# ---- univ_sync_fifo_prog ----
`src/rtl/univ_fifo_pkg.sv`:
```
// Shared sizing helpers and parameter legality predicates for the universal sync FIFO.
package univ_fifo_pkg;

  function automatic int addr_w(input int depth);
    return $clog2(depth);
  endfunction

  function automatic int cnt_w(input int depth);
    return $clog2(depth) + 1;
  endfunction

  function automatic bit depth_ok(input int depth);
    return (depth >= 2) && ((depth & (depth - 1)) == 0);
  endfunction

  function automatic bit af_ok(input int af, input int depth);
    return (af >= 1) && (af <= depth);
  endfunction

  function automatic bit ae_ok(input int ae, input int depth);
    return (ae >= 0) && (ae <= depth - 1);
  endfunction

endpackage

```
`src/rtl/univ_fifo_ram.sv`:
```
// FIFO storage: DEPTH x WIDTH array, one synchronous write port, one asynchronous read port.
module univ_fifo_ram
  import univ_fifo_pkg::*;
#(
  parameter int DEPTH = 8,
  parameter int WIDTH = 32
) (
  input  logic                     clk,
  input  logic                     we,
  input  logic [addr_w(DEPTH)-1:0] waddr,
  input  logic [WIDTH-1:0]         wdata,
  input  logic [addr_w(DEPTH)-1:0] raddr,
  output logic [WIDTH-1:0]         rdata
);

  logic [WIDTH-1:0] mem_q [DEPTH];

  // Storage is deliberately left unreset; occupancy logic guards stale entries.
  always_ff @(posedge clk) begin
    if (we) mem_q[waddr] <= wdata;
  end

  assign rdata = mem_q[raddr];

endmodule

```
`src/rtl/univ_sync_fifo_prog.sv`:
```
// Single-clock FIFO with fill count, programmable almost flags, sticky errors and flush.
// Define UNIV_FIFO_FWFT_EN for first-word-fall-through output; default is registered read.
module univ_sync_fifo_prog
  import univ_fifo_pkg::*;
#(
  parameter int FIFO_DEPTH = 8,
  parameter int DATA_WIDTH = 32,
  parameter int AF_LEVEL   = 6,
  parameter int AE_LEVEL   = 1
) (
  input  logic                        clk,
  input  logic                        rst,
  input  logic                        cs,
  input  logic                        wr_en,
  input  logic                        rd_en,
  input  logic                        flush,
  input  logic                        clr_err,
  input  logic [DATA_WIDTH-1:0]       data_in,
  output logic [DATA_WIDTH-1:0]       data_out,
  output logic                        empty,
  output logic                        full,
  output logic                        almost_empty,
  output logic                        almost_full,
  output logic [$clog2(FIFO_DEPTH):0] count,
  output logic                        overflow,
  output logic                        underflow
);

  localparam int ADDR_W = addr_w(FIFO_DEPTH);
  localparam int CNT_W  = cnt_w(FIFO_DEPTH);

  if (!depth_ok(FIFO_DEPTH)) begin : g_bad_depth
    $error("FIFO_DEPTH must be a power of two and at least 2");
  end
  if (!af_ok(AF_LEVEL, FIFO_DEPTH)) begin : g_bad_af
    $error("AF_LEVEL must lie in 1..FIFO_DEPTH");
  end
  if (!ae_ok(AE_LEVEL, FIFO_DEPTH)) begin : g_bad_ae
    $error("AE_LEVEL must lie in 0..FIFO_DEPTH-1");
  end

  logic [CNT_W-1:0]      wr_ptr_q, wr_ptr_d;
  logic [CNT_W-1:0]      rd_ptr_q, rd_ptr_d;
  logic [CNT_W-1:0]      count_q, count_d;
  logic                  overflow_q, overflow_d;
  logic                  underflow_q, underflow_d;
  logic                  fl, rd_acc, wr_acc, rd_go, wr_go;
  logic [DATA_WIDTH-1:0] head;

  assign empty        = (count_q == '0);
  assign full         = (count_q == CNT_W'(FIFO_DEPTH));
  assign almost_empty = (count_q <= CNT_W'(AE_LEVEL));
  assign almost_full  = (count_q >= CNT_W'(AF_LEVEL));
  assign count        = count_q;
  assign overflow     = overflow_q;
  assign underflow    = underflow_q;

  // A read frees a slot in the same cycle, so a full FIFO still takes a write alongside it.
  assign fl     = cs & flush;
  assign rd_acc = cs & rd_en & ~empty;
  assign wr_acc = cs & wr_en & (~full | rd_acc);
  assign rd_go  = rd_acc & ~fl;
  assign wr_go  = wr_acc & ~fl;

  always_comb begin
    wr_ptr_d    = wr_ptr_q;
    rd_ptr_d    = rd_ptr_q;
    count_d     = count_q;
    overflow_d  = overflow_q;
    underflow_d = underflow_q;
    if (fl) begin
      wr_ptr_d = '0;
      rd_ptr_d = '0;
      count_d  = '0;
    end else begin
      if (wr_go) wr_ptr_d = wr_ptr_q + CNT_W'(1);
      if (rd_go) rd_ptr_d = rd_ptr_q + CNT_W'(1);
      case ({wr_go, rd_go})
        2'b10:   count_d = count_q + CNT_W'(1);
        2'b01:   count_d = count_q - CNT_W'(1);
        default: count_d = count_q;
      endcase
    end
    // Clear first so an error raised in the same cycle survives the clear.
    if (cs & clr_err) begin
      overflow_d  = 1'b0;
      underflow_d = 1'b0;
    end
    if (~fl & cs & wr_en & ~wr_acc) overflow_d  = 1'b1;
    if (~fl & cs & rd_en & empty)   underflow_d = 1'b1;
  end

  always_ff @(posedge clk or posedge rst) begin
    if (rst) begin
      wr_ptr_q    <= '0;
      rd_ptr_q    <= '0;
      count_q     <= '0;
      overflow_q  <= 1'b0;
      underflow_q <= 1'b0;
    end else begin
      wr_ptr_q    <= wr_ptr_d;
      rd_ptr_q    <= rd_ptr_d;
      count_q     <= count_d;
      overflow_q  <= overflow_d;
      underflow_q <= underflow_d;
    end
  end

  univ_fifo_ram #(
    .DEPTH (FIFO_DEPTH),
    .WIDTH (DATA_WIDTH)
  ) u_ram (
    .clk   (clk),
    .we    (wr_go),
    .waddr (wr_ptr_q[ADDR_W-1:0]),
    .wdata (data_in),
    .raddr (rd_ptr_q[ADDR_W-1:0]),
    .rdata (head)
  );

`ifdef UNIV_FIFO_FWFT_EN
  assign data_out = empty ? '0 : head;
`else
  logic [DATA_WIDTH-1:0] data_out_q, data_out_d;

  always_comb begin
    data_out_d = data_out_q;
    if (rd_go) data_out_d = head;
  end

  always_ff @(posedge clk or posedge rst) begin
    if (rst) data_out_q <= '0;
    else     data_out_q <= data_out_d;
  end

  assign data_out = data_out_q;
`endif

endmodule

```
`config.mk`:
```
export PLATFORM = sky130hd
export DESIGN_NAME = univ_sync_fifo_prog
export DESIGN_NICKNAME = d
export VERILOG_FILES = /design/src/rtl/univ_fifo_pkg.sv /design/src/rtl/univ_fifo_ram.sv /design/src/rtl/univ_sync_fifo_prog.sv
export SDC_FILE = /design/constraint.sdc
export NUM_CORES = 1
export LEC_CHECK = 0
export CAP_MARGIN = 20
export CORE_MARGIN = 2
export CORE_UTILIZATION = 56
export DETAILED_ROUTE_END_ITERATION = 10
export GPL_ROUTABILITY_DRIVEN = 0
export PLACE_DENSITY_LB_ADDON = 0.3
export SYNTH_ARGS = -nofsm -noshare
export SYNTH_HDL_FRONTEND = slang
export SYNTH_SLANG_ARGS = --single-unit
```
`constraint.sdc`:
```
create_clock -name clk -period 4.8 [get_ports clk]
set_clock_uncertainty 0.15 [all_clocks]
set_input_delay 0.48 -clock clk [delete_from_list [all_inputs] [get_ports clk]]
set_output_delay 0.48 -clock clk [all_outputs]
set_load 0.03 [all_outputs]
```
# ---- wide_add_sequencer_flat ----
## config.mk

```make
export PLATFORM = sky130hd
export DESIGN_NAME = wide_add_sequencer_flat
export DESIGN_NICKNAME = d
export VERILOG_FILES = /design/src/rtl/wide_add_sequencer_if.sv /design/src/rtl/wide_add_sequencer.sv /design/src/flat_wrapper.sv
export SDC_FILE = /design/constraint.sdc
export NUM_CORES = 1
export LEC_CHECK = 0
export CAP_MARGIN = 20
export CORE_UTILIZATION = 49
export CTS_BUF_LIST = sky130_fd_sc_hd__clkbuf_8
export CTS_CLUSTER_SIZE = 16
export DETAILED_ROUTE_END_ITERATION = 8
export HOLD_SLACK_MARGIN = 0.02
export PLACE_DENSITY = 0.84
export SLEW_MARGIN = 20
export SYNTH_ARGS = -nofsm -noshare
export SYNTH_HDL_FRONTEND = slang
export SYNTH_SLANG_ARGS = --single-unit
```

## constraint.sdc

```tcl
create_clock -name clk -period 2.45 [get_ports clk]
set_clock_uncertainty 0.05 [all_clocks]
set_input_delay 0.49 -clock clk [delete_from_list [all_inputs] [get_ports clk]]
set_output_delay 0.49 -clock clk [all_outputs]
set_load 0.005 [all_outputs]
```

## src/rtl/wide_add_sequencer_if.sv

```systemverilog
// Handshake and adder-port bundle for wide_add_sequencer.
// slave is the sequencer's view; master is the environment driving requests and the 6-bit adder.
interface wide_add_sequencer_if #(
  parameter int NCHUNK = 4
);
  localparam int W = 6 * NCHUNK;

  logic         in_valid;
  logic         in_ready;
  logic [W-1:0] a;
  logic [W-1:0] b;
  logic         cin;
  logic         out_valid;
  logic         out_ready;
  logic [W-1:0] sum;
  logic         cout;
  logic [5:0]   add_x;
  logic [5:0]   add_y;
  logic         add_cin;
  logic [5:0]   add_s;
  logic         add_cout;

  modport slave (
    input  in_valid, a, b, cin, out_ready, add_s, add_cout,
    output in_ready, out_valid, sum, cout, add_x, add_y, add_cin
  );

  modport master (
    output in_valid, a, b, cin, out_ready, add_s, add_cout,
    input  in_ready, out_valid, sum, cout, add_x, add_y, add_cin
  );
endinterface

```

## src/rtl/wide_add_sequencer.sv

```systemverilog
// Adds two W = 6*NCHUNK bit operands by streaming one 6-bit chunk per cycle,
// LSB first, through an external combinational 6-bit adder.
module wide_add_sequencer #(
  parameter int NCHUNK = 4
) (
  input  logic                  clk,
  input  logic                  rst,
  wide_add_sequencer_if.slave   bus
);
  localparam int W  = 6 * NCHUNK;
  localparam int KW = (NCHUNK > 2) ? $clog2(NCHUNK) : 1;
  localparam logic [KW-1:0] KLAST = KW'(NCHUNK - 1);

  typedef enum logic [1:0] {IDLE, RUN, DONE} state_e;

  state_e        state_q, state_d;
  logic [KW-1:0] k_q, k_d;
  logic          carry_q, carry_d;
  logic [W-1:0]  a_q, a_d;
  logic [W-1:0]  b_q, b_d;
  logic [W-1:0]  sum_q, sum_d;
  logic          cout_q, cout_d;
  logic [5:0]    a_chunk, b_chunk;
  logic          run;

  assign run = (state_q == RUN);

  // Chunk k of each operand register, selected by an explicit mux.
  always_comb begin
    a_chunk = '0;
    b_chunk = '0;
    for (int i = 0; i < NCHUNK; i++) begin
      if (k_q == KW'(i)) begin
        a_chunk = a_q[6*i +: 6];
        b_chunk = b_q[6*i +: 6];
      end
    end
  end

  always_comb begin
    state_d = state_q;
    k_d     = k_q;
    carry_d = carry_q;
    a_d     = a_q;
    b_d     = b_q;
    sum_d   = sum_q;
    cout_d  = cout_q;
    unique case (state_q)
      IDLE: begin
        if (bus.in_valid) begin
          a_d     = bus.a;
          b_d     = bus.b;
          carry_d = bus.cin;
          k_d     = '0;
          state_d = RUN;
        end
      end
      RUN: begin
        for (int i = 0; i < NCHUNK; i++) begin
          if (k_q == KW'(i)) sum_d[6*i +: 6] = bus.add_s;
        end
        carry_d = bus.add_cout;
        if (k_q == KLAST) begin
          cout_d  = bus.add_cout;
          state_d = DONE;
        end else begin
          k_d = k_q + KW'(1);
        end
      end
      DONE: begin
        if (bus.out_ready) state_d = IDLE;
      end
      default: state_d = IDLE;
    endcase
  end

  always_ff @(posedge clk) begin
    if (rst) begin
      state_q <= IDLE;
      k_q     <= '0;
      carry_q <= 1'b0;
      a_q     <= '0;
      b_q     <= '0;
      sum_q   <= '0;
      cout_q  <= 1'b0;
    end else begin
      state_q <= state_d;
      k_q     <= k_d;
      carry_q <= carry_d;
      a_q     <= a_d;
      b_q     <= b_d;
      sum_q   <= sum_d;
      cout_q  <= cout_d;
    end
  end

  // Adder ports are forced to zero whenever no chunk is in flight.
  assign bus.add_x     = run ? a_chunk : 6'd0;
  assign bus.add_y     = run ? b_chunk : 6'd0;
  assign bus.add_cin   = run ? carry_q : 1'b0;
  assign bus.in_ready  = (state_q == IDLE);
  assign bus.out_valid = (state_q == DONE);
  assign bus.sum       = sum_q;
  assign bus.cout      = cout_q;
endmodule

```

## src/flat_wrapper.sv

```systemverilog
// flat-port wrapper written by rule: the top's interface ports become plain ports
module wide_add_sequencer_flat 
#(
  parameter int NCHUNK = 4
)
  (clk, rst, bus_in_valid, bus_a, bus_b, bus_cin, bus_out_ready, bus_add_s, bus_add_cout, bus_in_ready, bus_out_valid, bus_sum, bus_cout, bus_add_x, bus_add_y, bus_add_cin);
  wide_add_sequencer_if #(.NCHUNK(NCHUNK)) bus_i ();
  input  logic clk;
  input  logic rst;
  input wire logic [$bits(bus_i.in_valid)-1:0] bus_in_valid;
  input wire logic [$bits(bus_i.a)-1:0] bus_a;
  input wire logic [$bits(bus_i.b)-1:0] bus_b;
  input wire logic [$bits(bus_i.cin)-1:0] bus_cin;
  input wire logic [$bits(bus_i.out_ready)-1:0] bus_out_ready;
  input wire logic [$bits(bus_i.add_s)-1:0] bus_add_s;
  input wire logic [$bits(bus_i.add_cout)-1:0] bus_add_cout;
  output wire logic [$bits(bus_i.in_ready)-1:0] bus_in_ready;
  output wire logic [$bits(bus_i.out_valid)-1:0] bus_out_valid;
  output wire logic [$bits(bus_i.sum)-1:0] bus_sum;
  output wire logic [$bits(bus_i.cout)-1:0] bus_cout;
  output wire logic [$bits(bus_i.add_x)-1:0] bus_add_x;
  output wire logic [$bits(bus_i.add_y)-1:0] bus_add_y;
  output wire logic [$bits(bus_i.add_cin)-1:0] bus_add_cin;
  assign bus_i.in_valid = bus_in_valid;
  assign bus_i.a = bus_a;
  assign bus_i.b = bus_b;
  assign bus_i.cin = bus_cin;
  assign bus_i.out_ready = bus_out_ready;
  assign bus_i.add_s = bus_add_s;
  assign bus_i.add_cout = bus_add_cout;
  assign bus_in_ready = bus_i.in_ready;
  assign bus_out_valid = bus_i.out_valid;
  assign bus_sum = bus_i.sum;
  assign bus_cout = bus_i.cout;
  assign bus_add_x = bus_i.add_x;
  assign bus_add_y = bus_i.add_y;
  assign bus_add_cin = bus_i.add_cin;
  wide_add_sequencer #(.NCHUNK(NCHUNK)) u_core (.clk(clk), .rst(rst), .bus(bus_i));
endmodule
```

# ---- mult_div_unit ----
**config.mk**
```make
export PLATFORM = sky130hd
export DESIGN_NAME = mult_div_unit
export DESIGN_NICKNAME = d
export VERILOG_FILES = /design/src/rtl/mult_div_unit.sv
export SDC_FILE = /design/constraint.sdc
export NUM_CORES = 1
export LEC_CHECK = 0
export ABC_AREA = 1
export CAP_MARGIN = 30
export CORE_MARGIN = 2
export CORE_UTILIZATION = 59
export CTS_BUF_LIST = sky130_fd_sc_hd__clkbuf_16
export CTS_CLUSTER_DIAMETER = 100
export DETAILED_ROUTE_END_ITERATION = 16
export PLACE_DENSITY_LB_ADDON = 0.3
export RECOVER_POWER = 25
export SLEW_MARGIN = 20
export SYNTH_ARGS = -nofsm -noshare
export SYNTH_HDL_FRONTEND = slang
export SYNTH_SLANG_ARGS = --single-unit
export TNS_END_PERCENT = 30
```
**constraint.sdc**
```tcl
create_clock -name clock -period 2.8 [get_ports clock]
set_input_delay 0.7 -clock clock [delete_from_list [all_inputs] [get_ports clock]]
set_output_delay 0.7 -clock clock [all_outputs]
set_load 0.02 [all_outputs]
```
**src/rtl/mult_div_unit.sv**
```systemverilog
// Iterative multiply/divide unit owning the HI/LO pair; one bit per cycle.
// Build option: define MDU_DIVIDE_EN to include the restoring divider.
module mult_div_unit #(
  parameter int unsigned WIDTH = 32
) (
  input  logic             clock,
  input  logic             reset,
  input  logic             start,
  input  logic [1:0]       op,
  input  logic [WIDTH-1:0] operand_a,
  input  logic [WIDTH-1:0] operand_b,
  input  logic             flush,
  input  logic             hilo_read,
  input  logic             mthi,
  input  logic             mtlo,
  output logic             busy,
  output logic             done,
  output logic             stall,
  output logic [WIDTH-1:0] hi,
  output logic [WIDTH-1:0] lo
);

  localparam int unsigned CNT_W = $clog2(WIDTH) + 1;
  localparam int unsigned ACC_W = 2 * WIDTH;

  typedef enum logic [1:0] {
    IDLE  = 2'd0,
    RUN   = 2'd1,
    FIXUP = 2'd2,
    DONE  = 2'd3
  } state_t;

  state_t state, state_next;

  logic [CNT_W-1:0] cnt;
  logic [ACC_W-1:0] acc;
  logic [WIDTH-1:0] opnd;
  logic             neg_pq;

  logic             signed_op;
  logic             a_neg;
  logic             b_neg;
  logic [WIDTH-1:0] abs_a;
  logic [WIDTH-1:0] abs_b;
  logic             run_last;

  logic [WIDTH:0]   mul_sum;
  logic [ACC_W-1:0] mul_acc_next;
  logic [ACC_W-1:0] prod_res;

`ifdef MDU_DIVIDE_EN
  logic             is_div;
  logic             neg_r;
  logic             div_zero;
  logic [WIDTH-1:0] raw_a;
  logic [WIDTH:0]   div_shift;
  logic [WIDTH:0]   div_diff;
  logic [ACC_W-1:0] div_acc_next;
  logic [WIDTH-1:0] quo_res;
  logic [WIDTH-1:0] rem_res;
`endif

  // Operand conditioning: signed ops iterate on magnitudes
  assign signed_op = ~op[0];
  assign a_neg     = signed_op & operand_a[WIDTH-1];
  assign b_neg     = signed_op & operand_b[WIDTH-1];
  assign abs_a     = a_neg ? -operand_a : operand_a;
  assign abs_b     = b_neg ? -operand_b : operand_b;
  assign run_last  = (cnt == CNT_W'(WIDTH - 1));

  // Shift-add step: conditionally add multiplicand into the upper half, shift right
  assign mul_sum      = {1'b0, acc[ACC_W-1:WIDTH]} + {1'b0, (acc[0] ? opnd : {WIDTH{1'b0}})};
  assign mul_acc_next = {mul_sum, acc[WIDTH-1:1]};
  assign prod_res     = neg_pq ? -acc : acc;

`ifdef MDU_DIVIDE_EN
  // Restoring step: upper half holds the partial remainder, lower half the dividend/quotient
  assign div_shift = acc[ACC_W-1:WIDTH-1];
  assign div_diff  = div_shift - {1'b0, opnd};
  always_comb begin
    div_acc_next = {div_shift[WIDTH-1:0], acc[WIDTH-2:0], 1'b0};
    if (!div_diff[WIDTH]) begin
      div_acc_next = {div_diff[WIDTH-1:0], acc[WIDTH-2:0], 1'b1};
    end
  end
  assign quo_res = neg_pq ? -acc[WIDTH-1:0] : acc[WIDTH-1:0];
  assign rem_res = neg_r ? -acc[ACC_W-1:WIDTH] : acc[ACC_W-1:WIDTH];
`endif

  assign stall = busy & (start | hilo_read | mthi | mtlo);

  always_ff @(posedge clock) begin
    if (reset) begin
      state <= IDLE;
    end else begin
      state <= state_next;
    end
  end

  always_comb begin
    state_next = state;
    case (state)
      IDLE: begin
        if (start && !flush) begin
`ifdef MDU_DIVIDE_EN
          state_next = RUN;
`else
          state_next = op[1] ? DONE : RUN;
`endif
        end
      end
      RUN: begin
        if (flush) begin
          state_next = IDLE;
        end else if (run_last) begin
          state_next = FIXUP;
        end
      end
      FIXUP:   state_next = flush ? IDLE : DONE;
      DONE:    state_next = IDLE;
      default: state_next = IDLE;
    endcase
  end

  always_ff @(posedge clock) begin
    if (reset) begin
      cnt      <= '0;
      acc      <= '0;
      opnd     <= '0;
      neg_pq   <= 1'b0;
      busy     <= 1'b0;
      done     <= 1'b0;
      hi       <= '0;
      lo       <= '0;
`ifdef MDU_DIVIDE_EN
      is_div   <= 1'b0;
      neg_r    <= 1'b0;
      div_zero <= 1'b0;
      raw_a    <= '0;
`endif
    end else begin
      busy <= (state_next != IDLE);
      done <= (state_next == DONE);
      case (state)
        IDLE: begin
          if (start && !flush) begin
            cnt    <= '0;
            acc    <= {{WIDTH{1'b0}}, abs_a};
            opnd   <= abs_b;
            neg_pq <= a_neg ^ b_neg;
`ifdef MDU_DIVIDE_EN
            is_div   <= op[1];
            neg_r    <= a_neg;
            div_zero <= (operand_b == '0);
            raw_a    <= operand_a;
`endif
          end
          if (mthi) hi <= operand_a;
          if (mtlo) lo <= operand_a;
        end
        RUN: begin
          cnt <= cnt + CNT_W'(1);
`ifdef MDU_DIVIDE_EN
          acc <= is_div ? div_acc_next : mul_acc_next;
`else
          acc <= mul_acc_next;
`endif
        end
        FIXUP: begin
          if (!flush) begin
`ifdef MDU_DIVIDE_EN
            if (is_div) begin
              // Divide by zero reports the original dividend and an all-ones quotient
              hi <= div_zero ? raw_a : rem_res;
              lo <= div_zero ? {WIDTH{1'b1}} : quo_res;
            end else begin
              hi <= prod_res[ACC_W-1:WIDTH];
              lo <= prod_res[WIDTH-1:0];
            end
`else
            hi <= prod_res[ACC_W-1:WIDTH];
            lo <= prod_res[WIDTH-1:0];
`endif
          end
        end
        default: begin
        end
      endcase
    end
  end

endmodule

```
# ---- poly_sub_stream ----
===== src/rtl/kyber_pkg.sv =====
// Shared Kyber constants and coefficient type used by the polynomial datapath.
package kyber_pkg;

    localparam int KYBER_Q          = 3329;
    localparam int KYBER_N          = 256;
    localparam int KYBER_POLY_WIDTH = 16;

    typedef logic [KYBER_POLY_WIDTH-1:0] coeff_t;

    // Number of stream beats needed to carry one polynomial.
    function automatic int beats_per_poly(input int n, input int lanes);
        return n / lanes;
    endfunction

endpackage


===== src/rtl/sub_mod_q.sv =====
// Single-lane combinational (a - b) mod Q with an out-of-range indicator.
// Only the low 12 bits of each container take part in the arithmetic; the
// range check looks at the full container width.
module sub_mod_q #(
    parameter int W = 16,
    parameter int Q = 3329
) (
    input  logic [W-1:0] a,
    input  logic [W-1:0] b,
    output logic [W-1:0] r,
    output logic         range_err
);

    logic [12:0] diff;
    logic [12:0] diff_fix;

    // Difference in 13 bits; bit 12 is the sign, so a single +Q folds
    // negative in-range results back into [0, Q).
    always_comb begin
        diff      = {1'b0, a[11:0]} - {1'b0, b[11:0]};
        diff_fix  = diff[12] ? (diff + 13'(Q)) : diff;
        r         = {{(W-13){1'b0}}, diff_fix};
        range_err = (a >= W'(Q)) || (b >= W'(Q));
    end

endmodule


===== src/rtl/poly_sub_stream.sv =====
// Streaming Kyber polynomial subtractor: LANES coefficient pairs per beat,
// one output register stage, beat counter with end-of-polynomial marker and
// a sticky range-error flag for non-canonical inputs.
module poly_sub_stream
    import kyber_pkg::*;
#(
    parameter int POLY_WIDTH = KYBER_POLY_WIDTH,
    parameter int N          = KYBER_N,
    parameter int Q          = KYBER_Q,
    parameter int LANES      = 4,
    localparam int BEATS     = beats_per_poly(N, LANES),
    localparam int IDX_W     = $clog2(BEATS)
) (
    input  logic                        clk,
    input  logic                        rst,
    input  logic                        in_valid,
    output logic                        in_ready,
    input  logic [POLY_WIDTH*LANES-1:0] a_lanes,
    input  logic [POLY_WIDTH*LANES-1:0] b_lanes,
    output logic                        out_valid,
    input  logic                        out_ready,
    output logic [POLY_WIDTH*LANES-1:0] r_lanes,
    output logic                        out_last,
    output logic [IDX_W-1:0]            beat_idx,
    output logic                        range_err,
    input  logic                        clr_err
);

    logic [POLY_WIDTH*LANES-1:0] r_next;
    logic [LANES-1:0]            lane_err;
    logic [IDX_W-1:0]            cnt_reg;
    logic                        accept;

    // The output register can take a new beat whenever it is empty or
    // being drained this cycle; no path from in_valid to out_valid.
    assign in_ready = !out_valid || out_ready;
    assign accept   = in_valid && in_ready;
    assign out_last = (beat_idx == IDX_W'(BEATS - 1));

    genvar gi;
    generate
        for (gi = 0; gi < LANES; gi++) begin : g_lane
            sub_mod_q #(
                .W (POLY_WIDTH),
                .Q (Q)
            ) u_sub (
                .a         (a_lanes[POLY_WIDTH*gi +: POLY_WIDTH]),
                .b         (b_lanes[POLY_WIDTH*gi +: POLY_WIDTH]),
                .r         (r_next[POLY_WIDTH*gi +: POLY_WIDTH]),
                .range_err (lane_err[gi])
            );
        end
    endgenerate

    // Output register and beat counter: load on accept, drop valid on a
    // transfer with nothing new behind it, otherwise hold.
    always_ff @(posedge clk) begin
        if (rst) begin
            out_valid <= 1'b0;
            r_lanes   <= '0;
            beat_idx  <= '0;
            cnt_reg   <= '0;
        end else if (accept) begin
            out_valid <= 1'b1;
            r_lanes   <= r_next;
            beat_idx  <= cnt_reg;
            cnt_reg   <= (cnt_reg == IDX_W'(BEATS - 1)) ? '0 : cnt_reg + 1'b1;
        end else if (out_ready) begin
            out_valid <= 1'b0;
        end
    end

    // Sticky range error; a fresh error beats a simultaneous clear.
    always_ff @(posedge clk) begin
        if (rst) begin
            range_err <= 1'b0;
        end else if (accept && (|lane_err)) begin
            range_err <= 1'b1;
        end else if (clr_err) begin
            range_err <= 1'b0;
        end
    end

endmodule


===== config.mk =====
export PLATFORM = sky130hd
export DESIGN_NAME = poly_sub_stream
export DESIGN_NICKNAME = d
export VERILOG_FILES = /design/src/rtl/kyber_pkg.sv /design/src/rtl/sub_mod_q.sv /design/src/rtl/poly_sub_stream.sv
export SDC_FILE = /design/constraint.sdc
export NUM_CORES = 1
export LEC_CHECK = 0
export ABC_AREA = 1
export CORE_AREA = 2 2 122 124
export CTS_CLUSTER_DIAMETER = 30
export DETAILED_ROUTE_END_ITERATION = 10
export DIE_AREA = 0 0 124 126
export GPL_TIMING_DRIVEN = 0
export PLACE_DENSITY = 0.84
export RECOVER_POWER = 100
export SYNTH_ARGS = -nofsm -noshare
export SYNTH_HDL_FRONTEND = slang
export SYNTH_SLANG_ARGS = --single-unit

===== constraint.sdc =====
create_clock -name clk -period 4.19 [get_ports clk]
set_clock_uncertainty 0.05 [all_clocks]
set_input_delay 0.838 -clock clk [delete_from_list [all_inputs] [get_ports clk]]
set_output_delay 0.838 -clock clk [all_outputs]
set_load 0.05 [all_outputs]

poly_sub_stream, pin map:
Pins as bars across the die edge, other pins in gray.
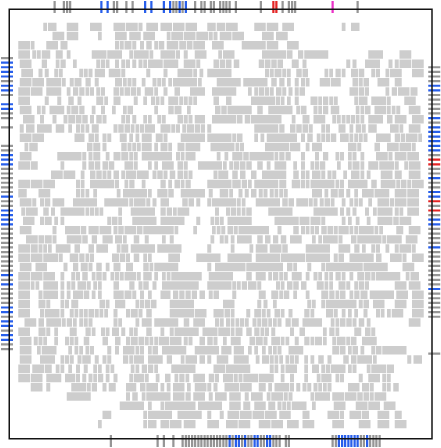
- blue: `b_lanes` (pins 64; direction input; edge 24 left, 16 bottom, 16 right, 8 top)
- magenta: `clk` (pins 1; direction input; edge top)
- red: `beat_idx` (pins 6; direction output; edge 4 right, 2 top)
- all pins by edge: 59 left, 56 right, 54 bottom, 38 top
DIE WIDTH: 124 µm
Die H: 126 µm

==> flow_metrics.tcl, poly_sub_stream <==
# yosys + openroad results
set metrics [dict create \
    status "finished clean" \
    insertion_delay_ns 0.34 \
    vdd_drop_max_mv 0.311 \
    fp_util_pct 49.1 \
    synthToLayoutAreaGrowth_pct 35.4 \
    postCtsHoldBufs 0 \
    warnings 26 \
    cpMaxStageDelayCell "dlygate4sd3_1" \
    mux_share_pct 0 \
    leakage_nw 4.94 \
    largest_reg_flops 52 \
    fmax_mhz 286 \
    cts_num_sinks 66 \
    reg2reg_from "out_valid" \
    cp_num_cells 16 \
    wl_um 20900 \
    r2r_end "r_lanes[42]" \
    antenna_found_initial 0 \
    dr.max_layer_used "met4" \
]
## poly_sub_stream: report_power, final
group / total [mW] / switching [mW] / internal, mW
Combinational: 1.32 / 0.843 / 0.476
Clock: 0.857 / 0.279 / 0.578
Sequential: 0.725 / 0.0356 / 0.689
Total: 2.90 / 1.16 / 1.74
## poly_sub_stream: synthesized netlist by cell type (17+ instances only)
cell type,n,area [µm²]
nor2_1,120,450
o21ai_0,57,285
inv_1,208,781
nand3_1,87,435
dfxtp_1,66,1320
ha_1,53,663
nor3_1,19,95.1
nand4_1,29,181
clkbuf_1,17,63.8
a21oi_1,56,280
nor4_1,18,113
nand2_1,318,1190
## poly_sub_stream: layout make-up
| cell class | instances | area share (%) |
|---|---|---|
| multi-input combinational | 894 | 49.6 |
| timing repair buffer | 194 | 20.4 |
| sequential | 66 | 13.9 |
| inverter | 214 | 8.44 |
| tap | 184 | 2.42 |
| clock buffer | 10 | 2.41 |
| buffer | 34 | 1.81 |
| clock inverter | 5 | 1.09 |
## poly_sub_stream: worst min-delay path: stages (launching register included)
cell,delay [ns]
dfxtp_1,0.30
nand2_1,0.06
a21oi_1,0.05
wide_add_sequencer_flat, pin map:
Pins as bars across the die edge, other pins in gray.
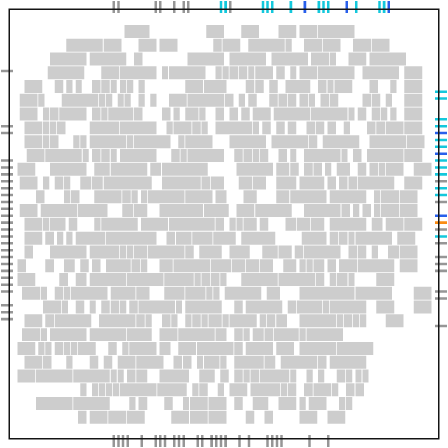
- cyan: `bus_sum` (pins 24; direction output; edge 12 right, 12 top)
- orange: `bus_out_valid` (pins 1; direction output; edge right)
- blue: `bus_add_s` (pins 6; direction input; edge 3 right, 3 top)
- all pins by edge: 26 right, 26 left, 25 bottom, 23 top

wide_add_sequencer_flat, signal wires by layer:
Two of the layers only.
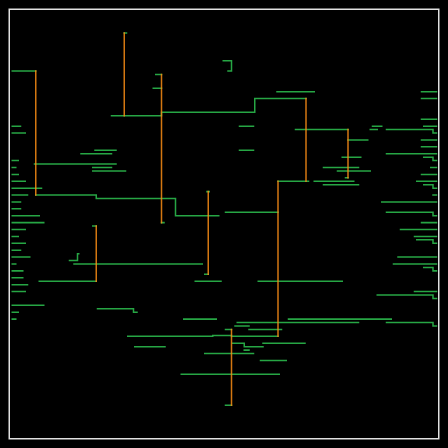
- orange: metal 4 (wire length 169 µm)
- green: metal 3 (wire length 631 µm)
total number of vias: 3347
drt wl/cell: 15.8 µm
GRT Total Usage: 27.2%
WL final: 9340 µm

==> flow_metrics.tcl, wide_add_sequencer_flat <==
# yosys + openroad results
set metrics [dict create \
    yosysWarnings 0 \
    rsz0062_at_grt "yes" \
    setup-violations-final 0 \
    status "finished with violations" \
    cts_buffers 9 \
    ys_cells 417 \
    root_buffer "clkbuf_8" \
    vdd_drop_max_mv 0.348 \
    grt_first_pass_wirelength_um 15400 \
    dr.first_iter.drc_count 296 \
    postCtsHoldBufs 0 \
    fp_util_pct 51.6 \
    area_leaders "dfxtp_1, nand2_1, a21oi_1" \
    avgSynthCellArea_um2 7.99 \
    coreArea_mm2 0.00646 \
    violations "design-rule violations" \
    final-clk-cell-share_pct 4.00 \
    cts_setup_buffers 0 \
    taps 77 \
    io_pins 100 \
    p_clk_mw 0.934 \
    min_period_ns 2.43 \
    grt_start_max_net_pins 77 \
    drt_pre_antenna_iters 9 \
    critical_path_class "reg -> out" \
    pg_seq_mw 1.37 \
    cp_max_fo 5 \
    dp_slack_ns -0.0725 \
    power.share.clock_pct 34.0 \
    p_total_mw 2.75 \
    ys_top_logic_family "simple AND/OR/NAND/NOR gates" \
    top_cells_by_count "nand2_1, dfxtp_1, a21oi_1" \
    ff2ff_path_depth 7 \
    r2r_end "u_core.bus.sum[21]" \
    lay_top_count "nand2_1" \
    route.detailed.drc 8 \
    top_area_cell "dfxtp_1" \
    aoi_share_pct 18.5 \
    ys.flop_type "dfxtp_1" \
    xor_share_pct 0 \
]
==> wide_add_sequencer_flat: layer usage <==
| layer | wire length, µm | vias to the layer above | GRT usage, % | share of wire [%] |
|---|---|---|---|---|
| met1 | 3850 | 1569 | 35.1 | 41 |
| met3 | 631 | 21 | 6.10 | 6.8 |
| met2 | 4690 | 146 | 45.4 | 50 |
| met5 | 0 | - | 0 | 0 |
| li1 | - | 1611 | - | - |
| met4 | 168 | 0 | 9.40 | 1.8 |
==> wide_add_sequencer_flat: flip-flops by register name, indices dropped and copies added, names as in the netlist <==
register and count:
u_core.bus.cout 1, u_core.a_q 24, u_core.state_q 2, u_core.k_q 2
u_core.bus.sum 24, u_core.b_q 24, u_core.carry_q 1
==> wide_add_sequencer_flat: worst max-delay path, delay by kind of cell, from the launching register on <==
kind	cells	cell delay [ns]
AOI/OAI and AO/OA	2	0.40
buffers and inverters	3	0.37
and+or+nand+nor	1	0.25
adders and majority gates	1	0.15
DFF	1	0.36
==> wide_add_sequencer_flat: what timing repair did <==
item / 4_1_cts / 5_1_grt
pin swaps: 13 / 4
resized: 54 / 26
setup endpoints to repair: 12 / 13
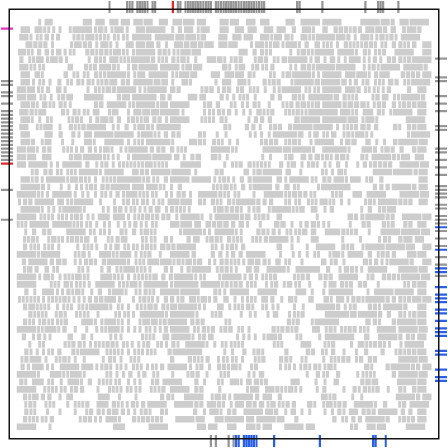
mult_div_unit: pin map
Pins as bars across the die edge, other pins in gray.
- magenta: `clock` (pins 1; direction input; edge left)
- blue: `hi` (pins 32; direction output; edge 19 right, 13 bottom)
- red: `op` (pins 2; direction input; edge 1 left, 1 top)
- all pins by edge: 53 top, 47 right, 23 left, 17 bottom

mult_div_unit, clock distribution:
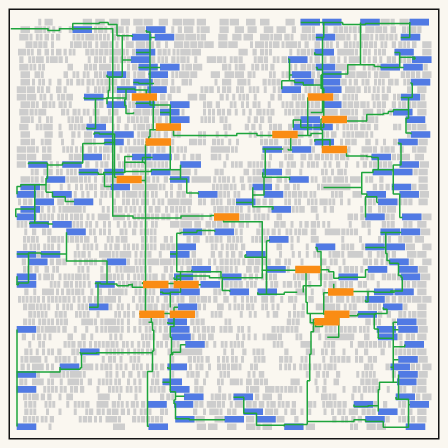
- blue: flip-flops (count 171)
- green: clock wires (length 2280 µm)
- orange: clock drivers (count 17)
- routed clock nets: 18

==> flow_metrics.tcl, mult_div_unit <==
# yosys + openroad results
set metrics [dict create \
    fmax_mhz 384 \
    drt_pre_antenna_iters 6 \
    grtUsageTotal_pct 40.5 \
    crit_path_end "hi[23]" \
    dr.first_iter.drc_count 1915 \
    power.share.clock_pct 36.1 \
    ys_area_mm2 0.0135 \
    xor_share_pct 1.17 \
    postCtsHoldBufs 0 \
    status "finished clean" \
    area_leaders "dfxtp_1, nand2_1, nor2_1" \
    yosysWarnings 0 \
    ff2ff_path_depth 6 \
    grt_pass1_vias 14300 \
    dieArea_mm2 0.0241 \
]
mult_div_unit: worst register-to-register path, stage by stage (launching register included):
cell	delay [ns]
dfxtp_1	0.43
nand2_2	0.25
inv_1	0.19
clkbuf_4	0.86
nor2_1	0.44
nor2_1	0.25
a21oi_2	0.08
mult_div_unit: per-stage QoR:
step           hold slack, ns  std cells  worst slack (ns)  power [mW]
6_report                0.487       2753             0.194        7.29
5_1_grt                 0.494       2753            0.0480        7.54
4_1_cts                 0.482       2753            0.0256        7.26
3_5_place_dp            0.473       2722            0.0327        4.67
3_3_place_gp            0.458       2722            0.0368        4.63
2_1_floorplan           0.444       2352             0.538        3.93
mult_div_unit: per-layer routing:
metal | vias up | global-route usage, %
met3 | 134 | 5.88
met4 | 2 | 22.7
met1 | 7176 | 52.4
met5 | - | 0
li1 | 7762 | -
met2 | 881 | 64.8
mult_div_unit: sequential cells by signal (all words and copies together), names as in the netlist:
name    cells
acc        64
busy        1
cnt         6
done        1
hi         32
lo         32
neg_pq      1
opnd       32
state       2
univ_sync_fifo_prog, track usage over the die:
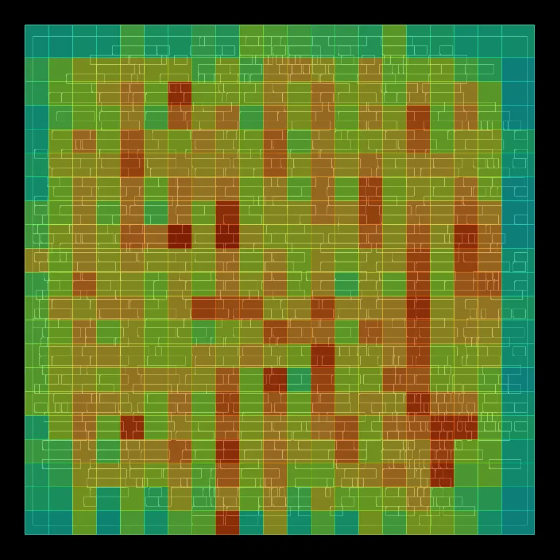
M3 GR Usage: 3.24%
drt wl/cell: 22.4 µm

==> flow_metrics.tcl, univ_sync_fifo_prog <==
# yosys + openroad results
set metrics [dict create \
    crit_path_end "empty" \
    setup-violations-final 0 \
    power_leader "registers" \
    viasPerCell 5.78 \
    maxCapViolCount 0 \
    insertion_delay_ns 0.54 \
    overflow 0 \
    lay_top_count "edfxtp_1" \
    final_nets 717 \
    p_total_mw 7.10 \
    path_clk_slew_ns 0.06 \
    hold_path.class "in -> async" \
    fp_util_pct 57.0 \
    final_area_mm2 0.0138 \
    status "finished clean" \
    lay_top_cells "edfxtp_1, clkdlybuf4s50_1, mux4_2, dfrtp_1, nor2_1" \
]
-- univ_sync_fifo_prog: state kept, by name, summed over array words and instances (netlist names) --
name	cells
wr_ptr_q	3
overflow	1
rd_ptr_q	3
count	4
underflow	1
data_out	32
u_ram.mem_q	256
-- univ_sync_fifo_prog: stage by stage --
step                      hold WS (ns)  util [%]
after global placement           0.329      62.6
after detailed placement         0.335      62.6
final                            0.140      68.2
after global routing             0.161      68.2
after CTS                        0.140      67.4
after floorplan                  0.370         -
-- univ_sync_fifo_prog: area by class of cell --
cell class	count	area [µm²]	share of cell area [%]
inverter	7	26.3	0.190
clock buffer	40	827	5.99
tap	270	338	2.45
sequential	300	8790	63.7
timing repair buffer	95	1040	7.50
clock inverter	14	155	1.12
multi-input combinational	239	2630	19.0
-- univ_sync_fifo_prog: per-layer routing --
layer  track usage, %  up-vias  routed length [µm]
met5                0        -                   0
met4             5.53        0                 440
met3             3.24       33                1130
met2             35.4      180               11200
met1             28.8     2867                8910
li1                 -     2500                   -
-- univ_sync_fifo_prog: kinds of logic after synthesis --
logic type / count (synthesis)
flops: 300
mux: 99
simple gates: 80
compound gates: 51
buf+inv: 37
fa+ha+maj: 6
xor+xnor: 3


==> notes/layouts.md <==
Pictures saved along the way, in no particular order.

Track usage over the die.
panel A
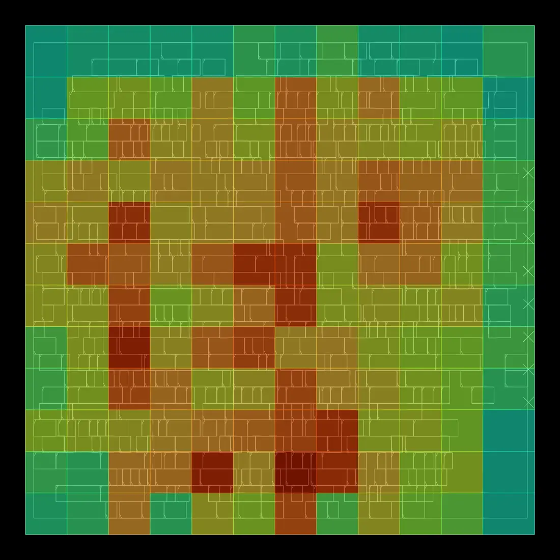
panel B
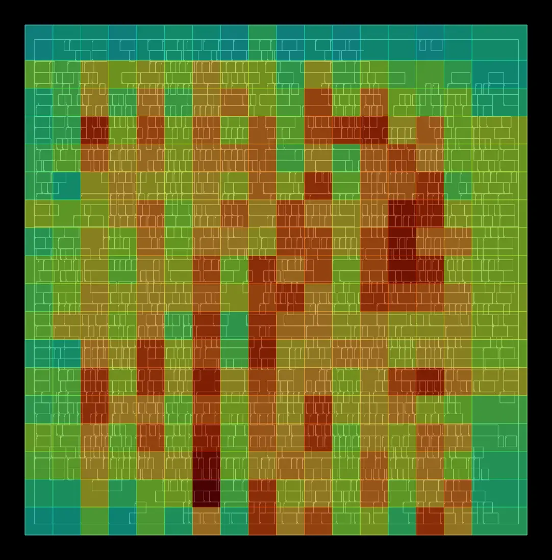
panel C
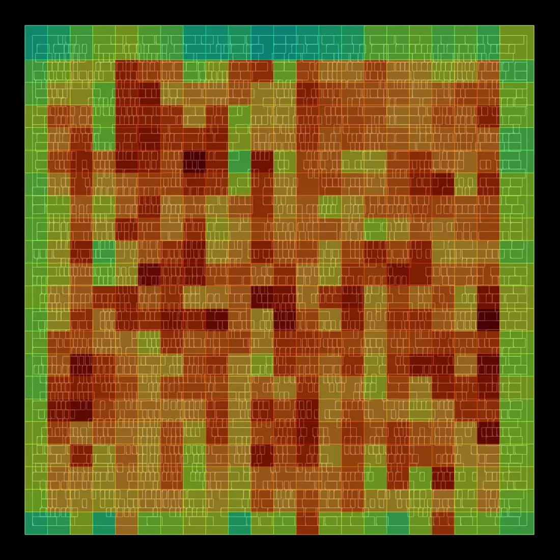
panel C -> mult_div_unit
panel A -> wide_add_sequencer_flat
panel B -> poly_sub_stream
- least wire per cell: panel B


==> gallery <==
Placement by cell class.
shot_01.png
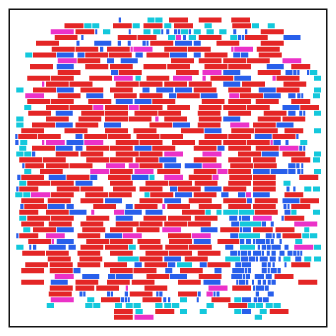
shot_02.png
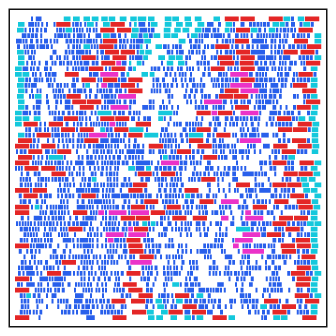
shot_03.png
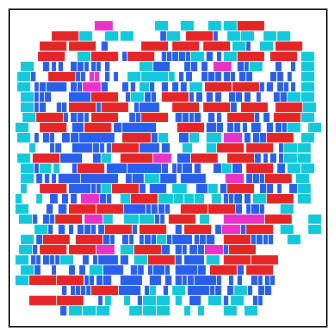
shot_04.png
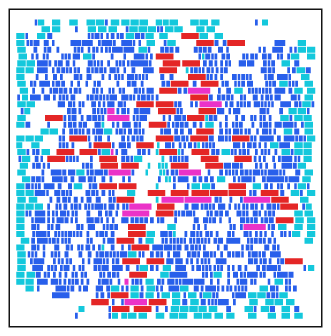
shot_02.png: mult_div_unit
shot_04.png: poly_sub_stream
shot_01.png: univ_sync_fifo_prog
shot_03.png: wide_add_sequencer_flat
Of these, fewest sequential cells: shot_04.png
Of these, most sequential cells: shot_01.png

Key to shot_02.png:
- magenta: clock drivers and dummy loads (cells 31; share of their area 4.1%)
- cyan: remaining buffers and delay cells (cells 168; share of their area 11%)
- red: sequential cells (cells 171; share of their area 22%)
- blue: combinational and other logic (cells 2098; share of their area 63%)

Power is estimated from default activity; no workload was simulated.
